# design 1

**Design 1: signal wires on met1**

Supply wires on this layer in grey.
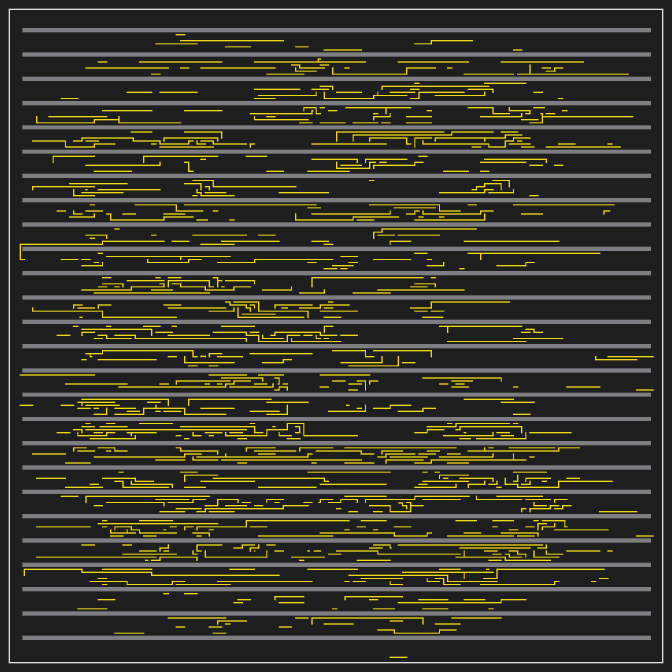

<file path="src/rtl/lcd_ctrl_sequencer.sv">
// Sequencer for a PCD8544-style LCD: power-up wait, fixed init commands, then
// frame transfers (Y/X address header plus frame-buffer bytes) over an SPI master.
module lcd_ctrl_sequencer #(
    parameter int WAIT_CYCLES = 50000,
    parameter int FB_BYTES    = 504
) (
    input  logic       clk,
    input  logic       reset,
    input  logic       refresh,
    input  logic       spi_busy,
    input  logic [7:0] fb_rdata,
    output logic       spi_start,
    output logic [7:0] spi_data,
    output logic       spi_cmd,
    output logic [8:0] fb_addr,
    output logic       init_done,
    output logic       frame_busy,
    output logic       frame_done
);

    typedef enum logic [3:0] {
        PWR_WAIT, INIT, READY, HDR, FETCH, LATCH, ISSUE, WAIT_ACK, WAIT_DONE
    } state_e;

    typedef enum logic [1:0] {PH_INIT, PH_HDR, PH_DATA} phase_e;

    localparam logic [15:0] WAIT_LAST = 16'(WAIT_CYCLES - 1);
    localparam logic [8:0]  FB_LAST   = 9'(FB_BYTES - 1);

    state_e      state_q, state_d;
    phase_e      phase_q, phase_d;
    logic [15:0] wait_cnt_q, wait_cnt_d;
    logic [2:0]  cmd_idx_q, cmd_idx_d;
    logic [8:0]  fb_addr_q, fb_addr_d;
    logic [7:0]  spi_data_q, spi_data_d;
    logic        spi_cmd_q, spi_cmd_d;
    logic        init_done_q, init_done_d;
    logic        frame_busy_q, frame_busy_d;
    logic        frame_done_q, frame_done_d;
    logic        pending_q, pending_d;

    function automatic logic [7:0] init_byte(input logic [2:0] idx);
        case (idx)
            3'd0:    return 8'h21;
            3'd1:    return 8'hC0;
            3'd2:    return 8'h04;
            3'd3:    return 8'h14;
            3'd4:    return 8'h20;
            default: return 8'h0C;
        endcase
    endfunction

    always_ff @(posedge clk or posedge reset) begin
        if (reset) begin
            state_q      <= PWR_WAIT;
            phase_q      <= PH_INIT;
            wait_cnt_q   <= 16'd0;
            cmd_idx_q    <= 3'd0;
            fb_addr_q    <= 9'd0;
            spi_data_q   <= 8'h00;
            spi_cmd_q    <= 1'b0;
            init_done_q  <= 1'b0;
            frame_busy_q <= 1'b0;
            frame_done_q <= 1'b0;
            pending_q    <= 1'b0;
        end else begin
            state_q      <= state_d;
            phase_q      <= phase_d;
            wait_cnt_q   <= wait_cnt_d;
            cmd_idx_q    <= cmd_idx_d;
            fb_addr_q    <= fb_addr_d;
            spi_data_q   <= spi_data_d;
            spi_cmd_q    <= spi_cmd_d;
            init_done_q  <= init_done_d;
            frame_busy_q <= frame_busy_d;
            frame_done_q <= frame_done_d;
            pending_q    <= pending_d;
        end
    end

    always_comb begin
        state_d      = state_q;
        phase_d      = phase_q;
        wait_cnt_d   = wait_cnt_q;
        cmd_idx_d    = cmd_idx_q;
        fb_addr_d    = fb_addr_q;
        spi_data_d   = spi_data_q;
        spi_cmd_d    = spi_cmd_q;
        init_done_d  = init_done_q;
        frame_busy_d = frame_busy_q;
        frame_done_d = 1'b0;
        pending_d    = pending_q;

        // Requests that cannot be served right now collapse into one pending frame.
        if (refresh && (frame_busy_q || !init_done_q)) begin
            pending_d = 1'b1;
        end

        case (state_q)
            PWR_WAIT: begin
                if (wait_cnt_q == WAIT_LAST) begin
                    state_d = INIT;
                end else begin
                    wait_cnt_d = wait_cnt_q + 16'd1;
                end
            end
            INIT: begin
                spi_data_d = init_byte(cmd_idx_q);
                spi_cmd_d  = 1'b0;
                phase_d    = PH_INIT;
                state_d    = ISSUE;
            end
            READY: begin
                if (refresh || pending_q) begin
                    frame_busy_d = 1'b1;
                    pending_d    = 1'b0;
                    cmd_idx_d    = 3'd0;
                    fb_addr_d    = 9'd0;
                    state_d      = HDR;
                end
            end
            HDR: begin
                spi_data_d = cmd_idx_q[0] ? 8'h80 : 8'h40;
                spi_cmd_d  = 1'b0;
                phase_d    = PH_HDR;
                state_d    = ISSUE;
            end
            FETCH: state_d = LATCH;
            LATCH: begin
                spi_data_d = fb_rdata;
                spi_cmd_d  = 1'b1;
                phase_d    = PH_DATA;
                state_d    = ISSUE;
            end
            ISSUE: begin
                if (!spi_busy) state_d = WAIT_ACK;
            end
            WAIT_ACK: begin
                if (spi_busy) state_d = WAIT_DONE;
            end
            WAIT_DONE: begin
                // The byte has completed once the master drops busy; pick the next byte.
                if (!spi_busy) begin
                    case (phase_q)
                        PH_INIT: begin
                            if (cmd_idx_q == 3'd5) begin
                                cmd_idx_d   = 3'd0;
                                init_done_d = 1'b1;
                                state_d     = READY;
                            end else begin
                                cmd_idx_d = cmd_idx_q + 3'd1;
                                state_d   = INIT;
                            end
                        end
                        PH_HDR: begin
                            if (cmd_idx_q == 3'd1) begin
                                cmd_idx_d = 3'd0;
                                fb_addr_d = 9'd0;
                                state_d   = FETCH;
                            end else begin
                                cmd_idx_d = cmd_idx_q + 3'd1;
                                state_d   = HDR;
                            end
                        end
                        PH_DATA: begin
                            if (fb_addr_q == FB_LAST) begin
                                frame_done_d = 1'b1;
                                frame_busy_d = 1'b0;
                                state_d      = READY;
                            end else begin
                                fb_addr_d = fb_addr_q + 9'd1;
                                state_d   = FETCH;
                            end
                        end
                        default: state_d = READY;
                    endcase
                end
            end
            default: state_d = PWR_WAIT;
        endcase
    end

    assign spi_start  = (state_q == ISSUE) && !spi_busy;
    assign spi_data   = spi_data_q;
    assign spi_cmd    = spi_cmd_q;
    assign fb_addr    = fb_addr_q;
    assign init_done  = init_done_q;
    assign frame_busy = frame_busy_q;
    assign frame_done = frame_done_q;

endmodule
</file>
<file path="config.mk">
export PLATFORM = sky130hd
export DESIGN_NAME = lcd_ctrl_sequencer
export DESIGN_NICKNAME = d
export VERILOG_FILES = /design/src/rtl/lcd_ctrl_sequencer.sv
export SDC_FILE = /design/constraint.sdc
export NUM_CORES = 1
export LEC_CHECK = 0
export CAP_MARGIN = 0
export CORE_UTILIZATION = 50
export DETAILED_ROUTE_END_ITERATION = 10
export GPL_ROUTABILITY_DRIVEN = 0
export PLACE_DENSITY = 0.74
export SYNTH_ARGS = -nofsm -noshare
export SYNTH_HDL_FRONTEND = slang
export SYNTH_SLANG_ARGS = --single-unit
</file>
<file path="constraint.sdc">
create_clock -name clk -period 4.9 [get_ports clk]
set_clock_uncertainty 0.05 [all_clocks]
set_input_delay 1.225 -clock clk [delete_from_list [all_inputs] [get_ports clk]]
set_output_delay 1.225 -clock clk [all_outputs]
set_load 0.02 [all_outputs]
</file>
# design 2

$ cat config.mk
export PLATFORM = sky130hd
export DESIGN_NAME = sram_arbiter_flat
export DESIGN_NICKNAME = d
export VERILOG_FILES = /design/src/rtl/sram_arbiter_pkg.sv /design/src/rtl/sram_arbiter_if.sv /design/src/rtl/sram_arbiter_rr_arbiter2.sv /design/src/rtl/sram_arbiter.sv /design/src/flat_wrapper.sv
export SDC_FILE = /design/constraint.sdc
export NUM_CORES = 1
export LEC_CHECK = 0
export ABC_AREA = 1
export CAP_MARGIN = 15
export CORE_ASPECT_RATIO = 1.25
export CORE_UTILIZATION = 28
export DETAILED_ROUTE_END_ITERATION = 8
export MAX_ROUTING_LAYER = met4
export SYNTH_ARGS = -nofsm -noshare
export SYNTH_HDL_FRONTEND = slang
export SYNTH_SLANG_ARGS = --single-unit
$ cat constraint.sdc
create_clock -name CLK -period 5.55 [get_ports CLK]
set_input_delay 1.11 -clock CLK [delete_from_list [all_inputs] [get_ports CLK]]
set_output_delay 1.11 -clock CLK [all_outputs]
set_load 0.005 [all_outputs]
$ cat src/rtl/sram_arbiter_pkg.sv
`default_nettype none
// ============================================================================
// sram_arbiter_pkg : state/requester encodings and strobe-length helper
// Revision: 1.0 - initial release
// ============================================================================
package sram_arbiter_pkg;

  typedef enum logic [1:0] {
    IDLE   = 2'd0,
    SETUP  = 2'd1,
    STROBE = 2'd2,
    HOLD   = 2'd3
  } state_t;

  typedef enum logic {
    CPU = 1'b0,
    GPU = 1'b1
  } reqId_t;

  localparam int c_WAIT_MIN = 1;
  localparam int c_WAIT_MAX = 15;
  localparam int c_CNT_W    = 4;

  // Strobe counter load value; out-of-range WAIT_CYCLES is clamped to the legal range.
  function automatic logic [c_CNT_W-1:0] waitLoad(input int waitCycles);
    if (waitCycles <= c_WAIT_MIN) begin
      return '0;
    end else if (waitCycles >= c_WAIT_MAX) begin
      return c_CNT_W'(c_WAIT_MAX - 1);
    end else begin
      return c_CNT_W'(waitCycles - 1);
    end
  endfunction

endpackage
`default_nettype wire

$ cat src/rtl/sram_arbiter_if.sv
`default_nettype none
// ============================================================================
// sram_arbiter_if : CPU/GPU request ports and SRAM pin bundle
// Revision: 1.0 - initial release
// ============================================================================
interface sram_arbiter_if #(
  parameter int ADDR_W = 16,
  parameter int DATA_W = 16
);
  logic              cpu_req;
  logic              cpu_we;
  logic [1:0]        cpu_be;
  logic [ADDR_W-1:0] cpu_addr;
  logic [DATA_W-1:0] cpu_wdata;
  logic              cpu_gnt;
  logic              cpu_done;
  logic [DATA_W-1:0] cpu_rdata;

  logic              gpu_req;
  logic              gpu_we;
  logic [1:0]        gpu_be;
  logic [ADDR_W-1:0] gpu_addr;
  logic [DATA_W-1:0] gpu_wdata;
  logic              gpu_gnt;
  logic              gpu_done;
  logic [DATA_W-1:0] gpu_rdata;

  logic              busy;
  logic              CE;
  logic              OE;
  logic              WR;
  logic              UB;
  logic              LB;
  logic [ADDR_W-1:0] A;
  logic [DATA_W-1:0] D_out;
  logic              D_oe;
  logic [DATA_W-1:0] D_in;

  // Arbiter side
  modport slave (
    input  cpu_req, cpu_we, cpu_be, cpu_addr, cpu_wdata,
    input  gpu_req, gpu_we, gpu_be, gpu_addr, gpu_wdata,
    input  D_in,
    output cpu_gnt, cpu_done, cpu_rdata,
    output gpu_gnt, gpu_done, gpu_rdata,
    output busy, CE, OE, WR, UB, LB, A, D_out, D_oe
  );

  // Requester / SRAM side
  modport master (
    output cpu_req, cpu_we, cpu_be, cpu_addr, cpu_wdata,
    output gpu_req, gpu_we, gpu_be, gpu_addr, gpu_wdata,
    output D_in,
    input  cpu_gnt, cpu_done, cpu_rdata,
    input  gpu_gnt, gpu_done, gpu_rdata,
    input  busy, CE, OE, WR, UB, LB, A, D_out, D_oe
  );
endinterface
`default_nettype wire

$ cat src/rtl/sram_arbiter_rr_arbiter2.sv
`default_nettype none
// ============================================================================
// rr_arbiter2 : two-input round-robin picker, last winner loses the next tie
// Revision: 1.0 - initial release
// ============================================================================
module rr_arbiter2
  import sram_arbiter_pkg::*;
(
  input  logic       CLK,
  input  logic       RST,
  input  logic       i_en,
  input  logic [1:0] i_req,
  output logic       o_valid,
  output reqId_t     o_id
);

  reqId_t r_lastGnt;

  always_comb begin
    o_valid = i_en && (i_req != 2'b00);
    o_id    = CPU;
    case (i_req)
      2'b10:   o_id = GPU;
      2'b11:   o_id = (r_lastGnt == GPU) ? CPU : GPU;
      default: o_id = CPU;
    endcase
  end

  always_ff @(posedge CLK) begin
    if (RST) begin
      r_lastGnt <= GPU;
    end else if (o_valid) begin
      r_lastGnt <= o_id;
    end
  end

endmodule
`default_nettype wire

$ cat src/rtl/sram_arbiter.sv
`default_nettype none
// ============================================================================
// sram_arbiter : shares one async 16-bit SRAM between CPU and GPU ports,
//                sequencing SETUP / STROBE / HOLD with fully registered pins
// Revision: 1.0 - initial release
// ============================================================================
module sram_arbiter
  import sram_arbiter_pkg::*;
#(
  parameter int ADDR_W      = 16,
  parameter int DATA_W      = 16,
  parameter int WAIT_CYCLES = 1
) (
  input  logic          CLK,
  input  logic          RST,
  sram_arbiter_if.slave bus
);

  localparam logic [c_CNT_W-1:0] c_CNT_ONE = c_CNT_W'(1);

  state_t              r_state;
  state_t              w_nextState;
  logic [c_CNT_W-1:0]  r_cnt;
  logic [c_CNT_W-1:0]  w_nextCnt;

  reqId_t              r_owner;
  logic                r_we;
  logic [1:0]          r_be;
  logic [ADDR_W-1:0]   r_addr;
  logic [DATA_W-1:0]   r_wdata;

  logic                r_cpuGnt,  w_cpuGnt;
  logic                r_gpuGnt,  w_gpuGnt;
  logic                r_cpuDone, w_cpuDone;
  logic                r_gpuDone, w_gpuDone;
  logic [DATA_W-1:0]   r_cpuRdata;
  logic [DATA_W-1:0]   r_gpuRdata;
  logic                w_capture;
  logic                r_busy;

  logic                r_ce,   w_ce;
  logic                r_oe,   w_oe;
  logic                r_wr,   w_wr;
  logic                r_ub,   w_ub;
  logic                r_lb,   w_lb;
  logic [ADDR_W-1:0]   r_a,    w_a;
  logic [DATA_W-1:0]   r_dOut, w_dOut;
  logic                r_dOe,  w_dOe;

  logic                w_arbEn;
  logic                w_arbValid;
  reqId_t              w_arbId;

  // Grants are registered, so the decision is taken on the edge that enters
  // IDLE (from HOLD) or in an IDLE cycle with no grant already outstanding.
  assign w_arbEn = ((r_state == IDLE) && !(r_cpuGnt || r_gpuGnt)) || (r_state == HOLD);

  rr_arbiter2 u_arb (
    .CLK     (CLK),
    .RST     (RST),
    .i_en    (w_arbEn),
    .i_req   ({bus.gpu_req, bus.cpu_req}),
    .o_valid (w_arbValid),
    .o_id    (w_arbId)
  );

  always_ff @(posedge CLK) begin
    if (RST) begin
      r_state <= IDLE;
      r_cnt   <= '0;
    end else begin
      r_state <= w_nextState;
      r_cnt   <= w_nextCnt;
    end
  end

  always_comb begin
    w_nextState = r_state;
    w_nextCnt   = r_cnt;
    w_cpuGnt    = 1'b0;
    w_gpuGnt    = 1'b0;
    w_cpuDone   = 1'b0;
    w_gpuDone   = 1'b0;
    w_capture   = 1'b0;
    w_ce        = 1'b1;
    w_oe        = 1'b1;
    w_wr        = 1'b1;
    w_ub        = 1'b1;
    w_lb        = 1'b1;
    w_a         = r_a;
    w_dOut      = r_dOut;
    w_dOe       = 1'b0;

    case (r_state)
      IDLE: begin
        if (r_cpuGnt || r_gpuGnt) begin
          w_nextState = SETUP;
        end
      end
      SETUP: begin
        w_nextState = STROBE;
        w_nextCnt   = waitLoad(WAIT_CYCLES);
      end
      STROBE: begin
        if (r_cnt == '0) begin
          w_nextState = HOLD;
          w_capture   = 1'b1;
        end else begin
          w_nextCnt = r_cnt - c_CNT_ONE;
        end
      end
      HOLD: begin
        w_nextState = IDLE;
      end
    endcase

    if (w_arbValid) begin
      w_cpuGnt = (w_arbId == CPU);
      w_gpuGnt = (w_arbId == GPU);
    end

    if (w_capture) begin
      w_cpuDone = (r_owner == CPU);
      w_gpuDone = (r_owner == GPU);
    end

    // Pin values are decoded from the state being entered so they line up with it.
    if (w_nextState != IDLE) begin
      w_ce  = 1'b0;
      w_a   = r_addr;
      w_ub  = ~r_be[1];
      w_lb  = ~r_be[0];
      w_dOe = r_we;
      if (r_we) begin
        w_dOut = r_wdata;
      end
    end
    if ((w_nextState inside {SETUP, STROBE}) && !r_we) begin
      w_oe = 1'b0;
    end
    if ((w_nextState == STROBE) && r_we) begin
      w_wr = 1'b0;
    end
  end

  always_ff @(posedge CLK) begin
    if (RST) begin
      r_owner    <= GPU;
      r_we       <= 1'b0;
      r_be       <= 2'b00;
      r_addr     <= '0;
      r_wdata    <= '0;
      r_cpuGnt   <= 1'b0;
      r_gpuGnt   <= 1'b0;
      r_cpuDone  <= 1'b0;
      r_gpuDone  <= 1'b0;
      r_cpuRdata <= '0;
      r_gpuRdata <= '0;
      r_busy     <= 1'b0;
      r_ce       <= 1'b1;
      r_oe       <= 1'b1;
      r_wr       <= 1'b1;
      r_ub       <= 1'b1;
      r_lb       <= 1'b1;
      r_a        <= '0;
      r_dOut     <= '0;
      r_dOe      <= 1'b0;
    end else begin
      if (w_arbValid) begin
        r_owner <= w_arbId;
        r_we    <= (w_arbId == GPU) ? bus.gpu_we    : bus.cpu_we;
        r_be    <= (w_arbId == GPU) ? bus.gpu_be    : bus.cpu_be;
        r_addr  <= (w_arbId == GPU) ? bus.gpu_addr  : bus.cpu_addr;
        r_wdata <= (w_arbId == GPU) ? bus.gpu_wdata : bus.cpu_wdata;
      end
      if (w_capture && !r_we) begin
        if (r_owner == CPU) begin
          r_cpuRdata <= bus.D_in;
        end else begin
          r_gpuRdata <= bus.D_in;
        end
      end
      r_cpuGnt  <= w_cpuGnt;
      r_gpuGnt  <= w_gpuGnt;
      r_cpuDone <= w_cpuDone;
      r_gpuDone <= w_gpuDone;
      r_busy    <= (w_nextState != IDLE);
      r_ce      <= w_ce;
      r_oe      <= w_oe;
      r_wr      <= w_wr;
      r_ub      <= w_ub;
      r_lb      <= w_lb;
      r_a       <= w_a;
      r_dOut    <= w_dOut;
      r_dOe     <= w_dOe;
    end
  end

  assign bus.cpu_gnt   = r_cpuGnt;
  assign bus.gpu_gnt   = r_gpuGnt;
  assign bus.cpu_done  = r_cpuDone;
  assign bus.gpu_done  = r_gpuDone;
  assign bus.cpu_rdata = r_cpuRdata;
  assign bus.gpu_rdata = r_gpuRdata;
  assign bus.busy      = r_busy;
  assign bus.CE        = r_ce;
  assign bus.OE        = r_oe;
  assign bus.WR        = r_wr;
  assign bus.UB        = r_ub;
  assign bus.LB        = r_lb;
  assign bus.A         = r_a;
  assign bus.D_out     = r_dOut;
  assign bus.D_oe      = r_dOe;

endmodule
`default_nettype wire

$ cat src/flat_wrapper.sv
// flat-port wrapper written by rule: the top's interface ports become plain ports
module sram_arbiter_flat import sram_arbiter_pkg::*;
#(
  parameter int ADDR_W      = 16,
  parameter int DATA_W      = 16,
  parameter int WAIT_CYCLES = 1
)
  (CLK, RST, bus_cpu_req, bus_cpu_we, bus_cpu_be, bus_cpu_addr, bus_cpu_wdata, bus_gpu_req, bus_gpu_we, bus_gpu_be, bus_gpu_addr, bus_gpu_wdata, bus_D_in, bus_cpu_gnt, bus_cpu_done, bus_cpu_rdata, bus_gpu_gnt, bus_gpu_done, bus_gpu_rdata, bus_busy, bus_CE, bus_OE, bus_WR, bus_UB, bus_LB, bus_A, bus_D_out, bus_D_oe);
  sram_arbiter_if #(.ADDR_W(ADDR_W), .DATA_W(DATA_W)) bus_i ();
  input  logic CLK;
  input  logic RST;
  input wire logic [$bits(bus_i.cpu_req)-1:0] bus_cpu_req;
  input wire logic [$bits(bus_i.cpu_we)-1:0] bus_cpu_we;
  input wire logic [$bits(bus_i.cpu_be)-1:0] bus_cpu_be;
  input wire logic [$bits(bus_i.cpu_addr)-1:0] bus_cpu_addr;
  input wire logic [$bits(bus_i.cpu_wdata)-1:0] bus_cpu_wdata;
  input wire logic [$bits(bus_i.gpu_req)-1:0] bus_gpu_req;
  input wire logic [$bits(bus_i.gpu_we)-1:0] bus_gpu_we;
  input wire logic [$bits(bus_i.gpu_be)-1:0] bus_gpu_be;
  input wire logic [$bits(bus_i.gpu_addr)-1:0] bus_gpu_addr;
  input wire logic [$bits(bus_i.gpu_wdata)-1:0] bus_gpu_wdata;
  input wire logic [$bits(bus_i.D_in)-1:0] bus_D_in;
  output wire logic [$bits(bus_i.cpu_gnt)-1:0] bus_cpu_gnt;
  output wire logic [$bits(bus_i.cpu_done)-1:0] bus_cpu_done;
  output wire logic [$bits(bus_i.cpu_rdata)-1:0] bus_cpu_rdata;
  output wire logic [$bits(bus_i.gpu_gnt)-1:0] bus_gpu_gnt;
  output wire logic [$bits(bus_i.gpu_done)-1:0] bus_gpu_done;
  output wire logic [$bits(bus_i.gpu_rdata)-1:0] bus_gpu_rdata;
  output wire logic [$bits(bus_i.busy)-1:0] bus_busy;
  output wire logic [$bits(bus_i.CE)-1:0] bus_CE;
  output wire logic [$bits(bus_i.OE)-1:0] bus_OE;
  output wire logic [$bits(bus_i.WR)-1:0] bus_WR;
  output wire logic [$bits(bus_i.UB)-1:0] bus_UB;
  output wire logic [$bits(bus_i.LB)-1:0] bus_LB;
  output wire logic [$bits(bus_i.A)-1:0] bus_A;
  output wire logic [$bits(bus_i.D_out)-1:0] bus_D_out;
  output wire logic [$bits(bus_i.D_oe)-1:0] bus_D_oe;
  assign bus_i.cpu_req = bus_cpu_req;
  assign bus_i.cpu_we = bus_cpu_we;
  assign bus_i.cpu_be = bus_cpu_be;
  assign bus_i.cpu_addr = bus_cpu_addr;
  assign bus_i.cpu_wdata = bus_cpu_wdata;
  assign bus_i.gpu_req = bus_gpu_req;
  assign bus_i.gpu_we = bus_gpu_we;
  assign bus_i.gpu_be = bus_gpu_be;
  assign bus_i.gpu_addr = bus_gpu_addr;
  assign bus_i.gpu_wdata = bus_gpu_wdata;
  assign bus_i.D_in = bus_D_in;
  assign bus_cpu_gnt = bus_i.cpu_gnt;
  assign bus_cpu_done = bus_i.cpu_done;
  assign bus_cpu_rdata = bus_i.cpu_rdata;
  assign bus_gpu_gnt = bus_i.gpu_gnt;
  assign bus_gpu_done = bus_i.gpu_done;
  assign bus_gpu_rdata = bus_i.gpu_rdata;
  assign bus_busy = bus_i.busy;
  assign bus_CE = bus_i.CE;
  assign bus_OE = bus_i.OE;
  assign bus_WR = bus_i.WR;
  assign bus_UB = bus_i.UB;
  assign bus_LB = bus_i.LB;
  assign bus_A = bus_i.A;
  assign bus_D_out = bus_i.D_out;
  assign bus_D_oe = bus_i.D_oe;
  sram_arbiter #(.ADDR_W(ADDR_W), .DATA_W(DATA_W), .WAIT_CYCLES(WAIT_CYCLES)) u_core (.CLK(CLK), .RST(RST), .bus(bus_i));
endmodule
# design 3

`src/rtl/spi_cmd_ctrl_pkg.sv`:
```
// spi_cmd_ctrl_pkg: shared word width, opcodes, register indices, error bits and FSM states.
package spi_cmd_ctrl_pkg;
   localparam int SPI_WIDHT = 16;
   localparam logic [1:0] OP_NOP    = 2'b00;
   localparam logic [1:0] OP_REG_WR = 2'b01;
   localparam logic [1:0] OP_REG_RD = 2'b10;
   localparam logic [1:0] OP_BURST  = 2'b11;
   localparam logic [2:0] REG_MEM_BASE = 3'd1;
   localparam logic [2:0] REG_STATUS   = 3'd7;
   localparam int ERR_UNDERRUN = 0;
   localparam int ERR_ABORT    = 1;
   typedef enum logic [1:0] {IDLE, WR_DATA, BURST, DRAIN} state_t;
endpackage

```
`src/rtl/spi_ss_sync.sv`:
```
// spi_ss_sync: two-flop synchroniser for the asynchronous SPI chip select plus rising-edge pulse.
//   clk, rst_n : system clock, asynchronous active-low reset
//   ss_n       : raw chip select
//   rise       : one-cycle pulse when the synchronised chip select goes high
module spi_ss_sync (
   input  logic clk,
   input  logic rst_n,
   input  logic ss_n,
   output logic rise
);
   logic [2:0] sync;
   // Preset to deselected so reset release never looks like a rising edge.
   always_ff @(posedge clk or negedge rst_n)
      if (!rst_n) sync <= '1;
      else sync <= {sync[1:0], ss_n};
   assign rise = sync[1] & ~sync[2];
endmodule

```
`src/rtl/spi_cmd_ctrl.sv`:
```
// spi_cmd_ctrl: decodes SPI host words into register writes/reads and frame-buffer burst reads.
//   clkIN, nResetIN         : system clock, asynchronous active-low reset
//   nSSIN                   : raw chip select; a rise aborts WR_DATA/BURST
//   wordValidIN, wordIN     : received-word strobe and data from the SPI slave
//   wordOUT                 : next word the slave shifts out
//   memRdReqOUT/AddrOUT     : frame-buffer read request and address
//   memRdAckIN, memDataIN   : read completion and data
//   cfgOUT                  : registers 0..6, register n at [16n+15:16n]
//   busyOUT, errOUT         : not-idle flag, sticky {abort, underrun} flags
module spi_cmd_ctrl
   import spi_cmd_ctrl_pkg::*;
#(
   parameter int SPI_WIDTH  = SPI_WIDHT,
   parameter int ADDR_WIDTH = 16
) (
   input  logic                   clkIN,
   input  logic                   nResetIN,
   input  logic                   nSSIN,
   input  logic                   wordValidIN,
   input  logic [SPI_WIDTH-1:0]   wordIN,
   output logic [SPI_WIDTH-1:0]   wordOUT,
   output logic                   memRdReqOUT,
   output logic [ADDR_WIDTH-1:0]  memAddrOUT,
   input  logic                   memRdAckIN,
   input  logic [SPI_WIDTH-1:0]   memDataIN,
   output logic [7*SPI_WIDTH-1:0] cfgOUT,
   output logic                   busyOUT,
   output logic [1:0]             errOUT
);
   state_t state, next;
   logic [6:0][SPI_WIDTH-1:0] cfg;
   logic [2:0] idx, cmd_idx;
   logic [1:0] op;
   logic [10:0] len;
   logic [11:0] rem, rem_dec;
   logic ready, pend, ss_rise, abort, outstanding, last;
   logic [SPI_WIDTH-1:0] rd_val;

   spi_ss_sync u_ss (.clk(clkIN), .rst_n(nResetIN), .ss_n(nSSIN), .rise(ss_rise));

   assign op          = wordIN[15:14];
   assign cmd_idx     = wordIN[13:11];
   assign len         = wordIN[10:0];
   assign rem_dec     = rem - 12'd1;
   assign last        = rem == 12'd1;
   assign outstanding = memRdReqOUT & ~memRdAckIN;
   assign abort       = ss_rise & (state == WR_DATA || state == BURST);
   assign rd_val      = cmd_idx == REG_STATUS ? SPI_WIDTH'(errOUT) : cfg[cmd_idx];
   assign cfgOUT      = cfg;

   always_ff @(posedge clkIN or negedge nResetIN)
      if (!nResetIN) begin
         state   <= IDLE;
         busyOUT <= 1'b0;
      end else begin
         state   <= next;
         busyOUT <= next != IDLE;
      end

   // A read still in flight must complete in DRAIN so the request is never withdrawn early.
   always_comb begin
      next = state;
      case (state)
         IDLE:    if (wordValidIN) next = op == OP_REG_WR ? WR_DATA : op == OP_BURST ? BURST : IDLE;
         WR_DATA: if (abort || wordValidIN) next = IDLE;
         BURST:   if (abort || (wordValidIN && last)) next = outstanding ? DRAIN : IDLE;
         DRAIN:   if (memRdAckIN) next = IDLE;
      endcase
   end

   always_ff @(posedge clkIN or negedge nResetIN)
      if (!nResetIN) begin
         cfg         <= '0;
         idx         <= '0;
         rem         <= '0;
         ready       <= 1'b0;
         pend        <= 1'b0;
         wordOUT     <= '0;
         memRdReqOUT <= 1'b0;
         memAddrOUT  <= '0;
         errOUT      <= '0;
      end else begin
         if (memRdAckIN) memRdReqOUT <= 1'b0;
         case (state)
            IDLE: if (wordValidIN) begin
               idx <= cmd_idx;
               case (op)
                  OP_NOP, OP_REG_WR: wordOUT <= '0;
                  OP_REG_RD: wordOUT <= rd_val;
                  OP_BURST: begin
                     rem         <= {~|len, len};
                     memAddrOUT  <= ADDR_WIDTH'(cfg[REG_MEM_BASE]);
                     memRdReqOUT <= 1'b1;
                     ready       <= 1'b0;
                     pend        <= 1'b0;
                  end
               endcase
            end
            WR_DATA:
               if (abort) errOUT[ERR_ABORT] <= 1'b1;
               else if (wordValidIN) begin
                  wordOUT <= '0;
                  if (idx == REG_STATUS) errOUT <= errOUT & ~wordIN[1:0];
                  else cfg[idx] <= wordIN;
               end
            BURST:
               if (abort) begin
                  errOUT[ERR_ABORT] <= 1'b1;
                  pend              <= 1'b0;
                  ready             <= 1'b0;
               end else begin
                  // pend: a read was owed while the previous one was being acked; issue it now,
                  // which leaves the mandatory idle cycle between requests.
                  if (pend) begin
                     memRdReqOUT <= ~(wordValidIN & last);
                     pend        <= 1'b0;
                  end
                  if (memRdAckIN) begin
                     memAddrOUT <= memAddrOUT + ADDR_WIDTH'(1);
                     if (!(wordValidIN && !ready)) begin
                        wordOUT <= memDataIN;
                        ready   <= 1'b1;
                     end
                  end
                  if (wordValidIN) begin
                     rem   <= rem_dec;
                     ready <= 1'b0;
                     if (!ready) errOUT[ERR_UNDERRUN] <= 1'b1;
                     if (last) wordOUT <= '0;
                     else if (!memRdReqOUT) memRdReqOUT <= 1'b1;
                     else if (memRdAckIN) pend <= 1'b1;
                  end
               end
            DRAIN: ;
         endcase
      end
endmodule

```
`config.mk`:
```
export PLATFORM = sky130hd
export DESIGN_NAME = spi_cmd_ctrl
export DESIGN_NICKNAME = d
export VERILOG_FILES = /design/src/rtl/spi_cmd_ctrl_pkg.sv /design/src/rtl/spi_ss_sync.sv /design/src/rtl/spi_cmd_ctrl.sv
export SDC_FILE = /design/constraint.sdc
export NUM_CORES = 1
export LEC_CHECK = 0
export CAP_MARGIN = 10
export CORE_ASPECT_RATIO = 0.7
export CORE_MARGIN = 2
export CORE_UTILIZATION = 46
export DETAILED_ROUTE_END_ITERATION = 8
export GPL_ROUTABILITY_DRIVEN = 0
export GPL_TIMING_DRIVEN = 0
export PLACE_DENSITY = 0.77
export SYNTH_ARGS = -nofsm -noshare
export SYNTH_HDL_FRONTEND = slang
export SYNTH_SLANG_ARGS = --single-unit
```
`constraint.sdc`:
```
create_clock -name clkIN -period 2.3 [get_ports clkIN]
set_input_delay 0.575 -clock clkIN [delete_from_list [all_inputs] [get_ports clkIN]]
set_output_delay 0.575 -clock clkIN [all_outputs]
set_load 0.02 [all_outputs]
```
**Design 2: placement density heat map**

12 x 15 tiles, from white (low) to dark blue (high), 0 to 100% covered.
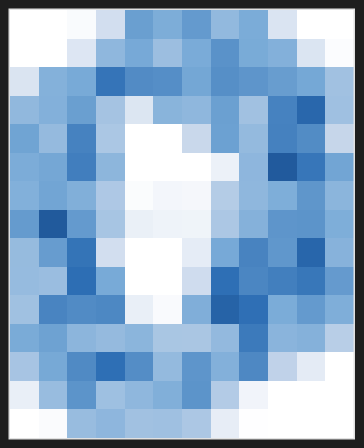
The mean over all tiles is 39%. 14% of the tiles are nearly empty. 3.3% of the tiles are over 75% full.

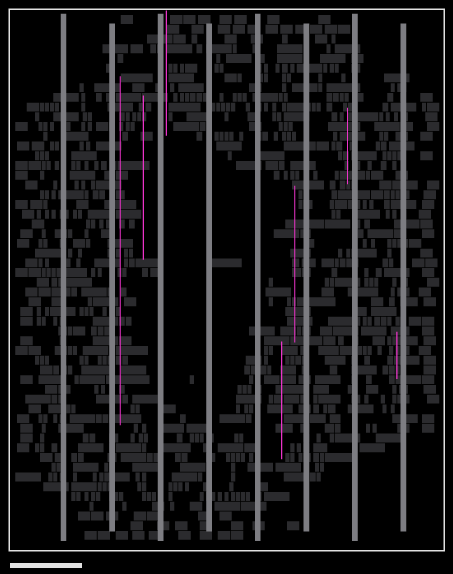
**Above:** design 2 (the metal 4 layer).
Scale bar: 20 µm. Supply wires on this layer in grey.
The layer holds 2.2% of the routed length. The wires run mostly vertical. The layer carries 288 µm of wire. 5 nets have wire on it. The longest straight run is 97.2 µm.

==> impl_metrics.env, design 2 <==
# source this file to load flow results
export IMPL_largest_class="flip-flops and latches"
export IMPL_p_int_mw=2.52
export IMPL_finish_instance_area_um2=7360
export IMPL_clk_latency_ns=0.42
export IMPL_outcome="complete, no violations"
export IMPL_nonClkBufAreaFrac_pct=22.8
export IMPL_lay_top_count="nand2_1"
export IMPL_track_usage_pct=15.3
export IMPL_compound_area_share_pct=7.53
export IMPL_worst_r2r_endpoint="u_core.bus.D_out[4]$_SDFFE_PP0P_"
export IMPL_h_tree_depth=4
export IMPL_dpl_cell_area_um2=6730
export IMPL_grtUsageMet2_pct=24.7
export IMPL_post_cts_buffers=0
export IMPL_ys_top_logic_family="simple AND/OR/NAND/NOR gates"
export IMPL_grt_pass1_wl_um=20900
export IMPL_n_all_inverters=68
export IMPL_worstSetupEndpoint="u_core.bus.cpu_gnt$_SDFF_PP0_"
export IMPL_ys_area_um2=4970
export IMPL_fin_cells=1109
-- design 2: worst register-to-register path, cell delays in order, from the launching register on --
cell	delay, ns
dfxtp_1	0.34
inv_1	0.12
ha_1	0.29
nand3_4	0.20
nand2_1	0.10
nand2_1	0.11
ha_1	0.24
inv_1	0.05
nand2_1	0.06
inv_1	0.65
o21ai_0	0.21
a21oi_1	0.14
-- design 2: registers in the layout, indices dropped and copies added (netlist names) --
register,count
u_core.r_addr,16
u_core.bus.CE,1
u_core.r_we,1
u_core.bus.gpu_rdata,16
u_core.r_wdata,16
u_core.bus.OE,1
u_core.bus.cpu_gnt,1
u_core.bus.gpu_done,1
u_core.r_be,2
u_core.r_state,2
u_core.bus.cpu_done,1
u_core.bus.LB,1
u_core.bus.A,16
u_core.r_owner,1
u_core.bus.cpu_rdata,16
u_core.r_cnt,4
u_core.bus.D_out,16
u_core.bus.WR,1
u_core.bus.UB,1
u_core.bus.gpu_gnt,1
u_core.bus.D_oe,1
u_core.bus.busy,1
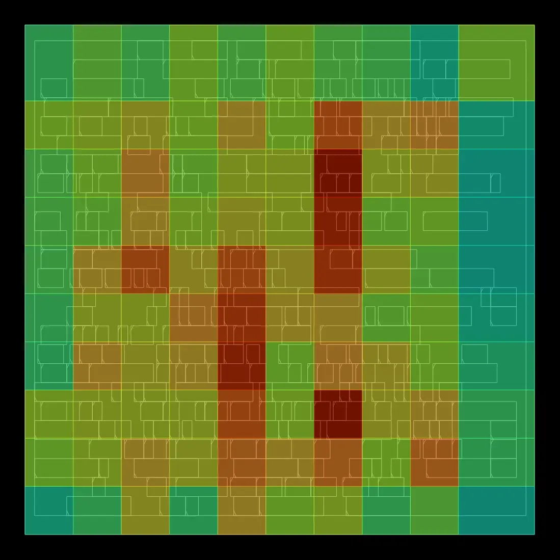
**Above:** design 1 (congestion heat map).
gr usage total: 22.7%
final design utilization: 62.2%

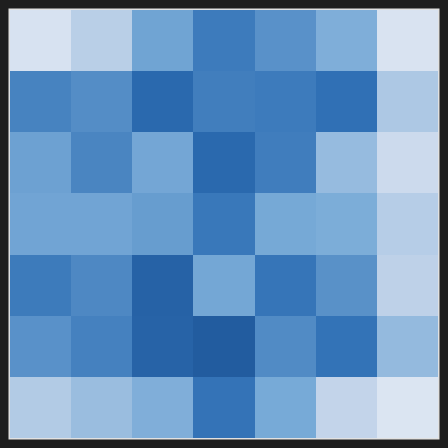
**Above:** design 1 (placement density heat map).
7 x 7 tiles, from white (low) to dark blue (high), 0 to 100% covered.
10% of the tiles are over 75% full. The fullest tile reaches 82%. The mean over all tiles is 54%.

## Picture notes: 'signal wires on met1' of design 1
The longest straight run is 17.9 µm. The layer carries 2,540 µm of wire. The layer holds 48% of the routed length. The wires run mostly horizontal. 274 nets have wire on it.

==> impl_metrics.env, design 1 <==
# source this file to load flow results
export IMPL_finalMaxSlewViolations=0
export IMPL_syn2layout_area_growth_pct=18.3
export IMPL_crit_top_cell="clkdlybuf4s50_1"
export IMPL_final_hold_viol_count=0
export IMPL_dp_cells=353
export IMPL_worstHoldPathType="register to register"
export IMPL_routed_wl_um=5260
export IMPL_grt_pass1_vias=1961
export IMPL_wl_per_cell_um=14.6
export IMPL_final_layout_size_suffix_gt1_share_pct=6.48
export IMPL_hold_end="wait_cnt_q[15]$_DFFE_PP0P_"
export IMPL_drc_errors=0
export IMPL_synth_cellmix_adderShare_pct=1.49
export IMPL_crit_fanout=3
export IMPL_dr_pass1_iters=4
export IMPL_common_cells="dfrtp_1, nand2_1, nor2_1"
export IMPL_arrival_ns=2.70
export IMPL_slowest_stage="clkdlybuf4s50_1"
export IMPL_outcome="complete, no violations"
==> design 1: through the flow <==
step | power [mW] | worst slack (ns) | hold WS [ns] | util [%] | instance area, µm²
4_1_cts | 1.42 | 0.943 | 0.440 | 62.2 | 2980
6_report | 1.41 | 0.929 | 0.435 | 62.2 | 2980
2_1_floorplan | 0.971 | 1.54 | 0.391 | - | 2520
5_1_grt | 1.50 | 0.874 | 0.451 | 62.2 | 2980
3_3_place_gp | 1.12 | 0.883 | 0.416 | 60.0 | 2870
3_5_place_dp | 1.13 | 0.969 | 0.427 | 60.0 | 2870
==> design 1: where the power goes <==
part           total, mW  switching [mW]  internal (mW)
clock network      0.285           0.135          0.149
registers          0.613           0.139          0.474
logic              0.509           0.269          0.240
==> design 1: cell type report <==
cell class              instances  area [µm²]  share of cell area [%]
well taps                      67        83.8                    2.81
flip-flops and latches         47        1180                    39.5
clock buffers                   5        68.8                    2.31
repair buffers                 34         338                    11.3
inverters                      10        37.5                    1.26
multi-input cells             195        1240                    41.5
clock inverters                 2        37.5                    1.26
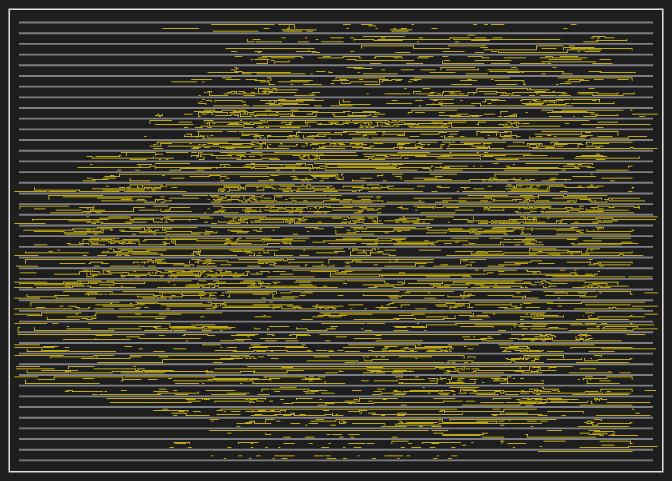
**Above:** design 3 (signal wires on met1).
Supply wires on this layer in grey.
838 nets have wire on it. The layer carries 11,900 µm of wire.

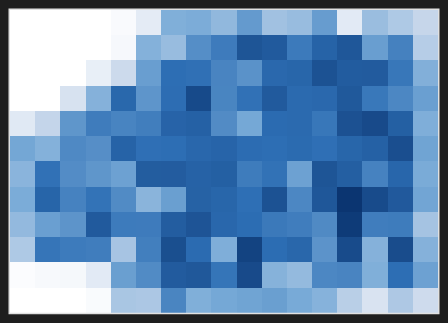
**Above:** design 3 (placement density heat map).
17 x 12 tiles, from white (low) to dark blue (high), 0 to 100% covered.
The emptiest ninth of the die: north-west. The fullest tile reaches 98%. 31% of the tiles are over 75% full. The mean over all tiles is 57%. 8.3% of the tiles are nearly empty.

==> impl_metrics.env, design 3 <==
# source this file to load flow results
export IMPL_cts_tree="done"
export IMPL_cp_cell_sequence="clkdlybuf4s50_1"
export IMPL_wl_per_cell_um=22.7
export IMPL_dr_pass1_iters=5
export IMPL_syn_avg_cell_area_um2=11.8
export IMPL_outcome="complete, no violations"
export IMPL_finalClockPeriodUsage_pct=98.3
export IMPL_path_buffers=1
export IMPL_nWellTaps=236
export IMPL_drc_errors=0
export IMPL_gr_usage_met3_pct=8.23
export IMPL_dieWidth_um=166
export IMPL_critPathMaxStageDelay_ns=0.68
export IMPL_cts_buffers=17
export IMPL_root_buffer="clkbuf_16"
export IMPL_leakage_nw=4.89
export IMPL_ant_nets=0
export IMPL_r2r_cells=8
design 3: kinds of logic (layout without fill, tap and decap cells):
kind of cell	after synthesis	in the layout	share of synthesized area [%]
compound gates	143	143	11.5
fa+ha+maj	7	7	1.04
buf+inv	60	273	3.39
flops	170	170	50.3
mux	152	152	22.3
other cells	0	2	0
simple gates	182	182	11.4
design 3: where the power goes:
group | internal [mW] | switching, mW | total, mW
registers | 4.06 | 1.30 | 5.36
clock network | 1.65 | 1.26 | 2.91
logic | 2.91 | 2.74 | 5.65
design 3: state kept, by name (all words and copies together) (netlist names):
register and flops:
cfgOUT 112, memAddrOUT 16, wordOUT 16, rem 12, idx 3, u_ss.sync 3
errOUT 2, state 2, busyOUT 1, memRdReqOUT 1, pend 1, ready 1
design 3: Yosys cell counts (all sizes together), types with 5 or more instances:
master	number	area, µm²
dfrtp	167	4180
mux2	114	1280
nor2	53	206
nand2	44	180
a21oi	38	198
o21ai	33	165
buf	32	181
nand3	22	115
mux2i	20	200
clkbuf	18	67.6
mux4	18	405
a221o	17	170
a211oi	15	113
nor3	13	76.3
nor4	12	90.1
inv	10	37.5
a22oi	9	67.6
ha	7	87.6
nand4	7	50.1
nor2b	7	43.8
o22ai	7	43.8
o21a	5	37.5

## Gallery

Placed cells, one colour a class.
image #1
Scale bar: 50 µm. Fill, decap, tap and diode cells in grey.
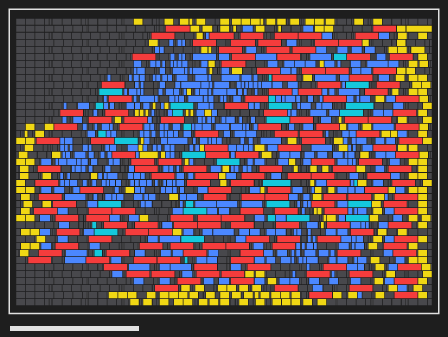
image #2
Scale bar: 20 µm. Fill, decap, tap and diode cells in grey.
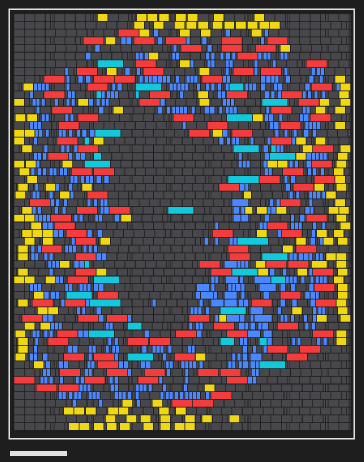
image #3
Scale bar: 20 µm. Fill, decap, tap and diode cells in grey.
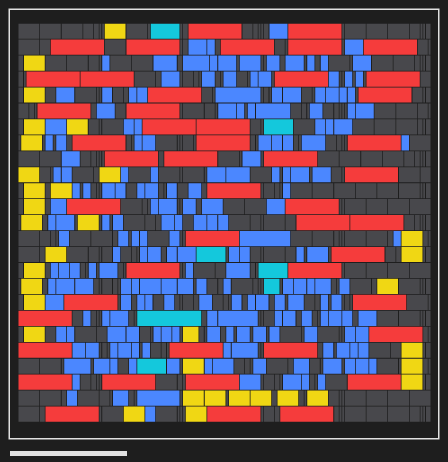
Image #1 comes from design 3.
Image #2 comes from design 2.
Image #3 comes from design 1.
- fewest cells: image #3
- lowest utilization: image #2

Key to image #1:
Key: red = sequential cells [cells 170, share of their area 39%]; blue = combinational and other logic [cells 494, share of their area 37%]; cyan = clock drivers and dummy loads [cells 32, share of their area 5.3%]; yellow = remaining buffers and delay cells [cells 231, share of their area 19%]


Power is estimated from default activity; no workload was simulated.
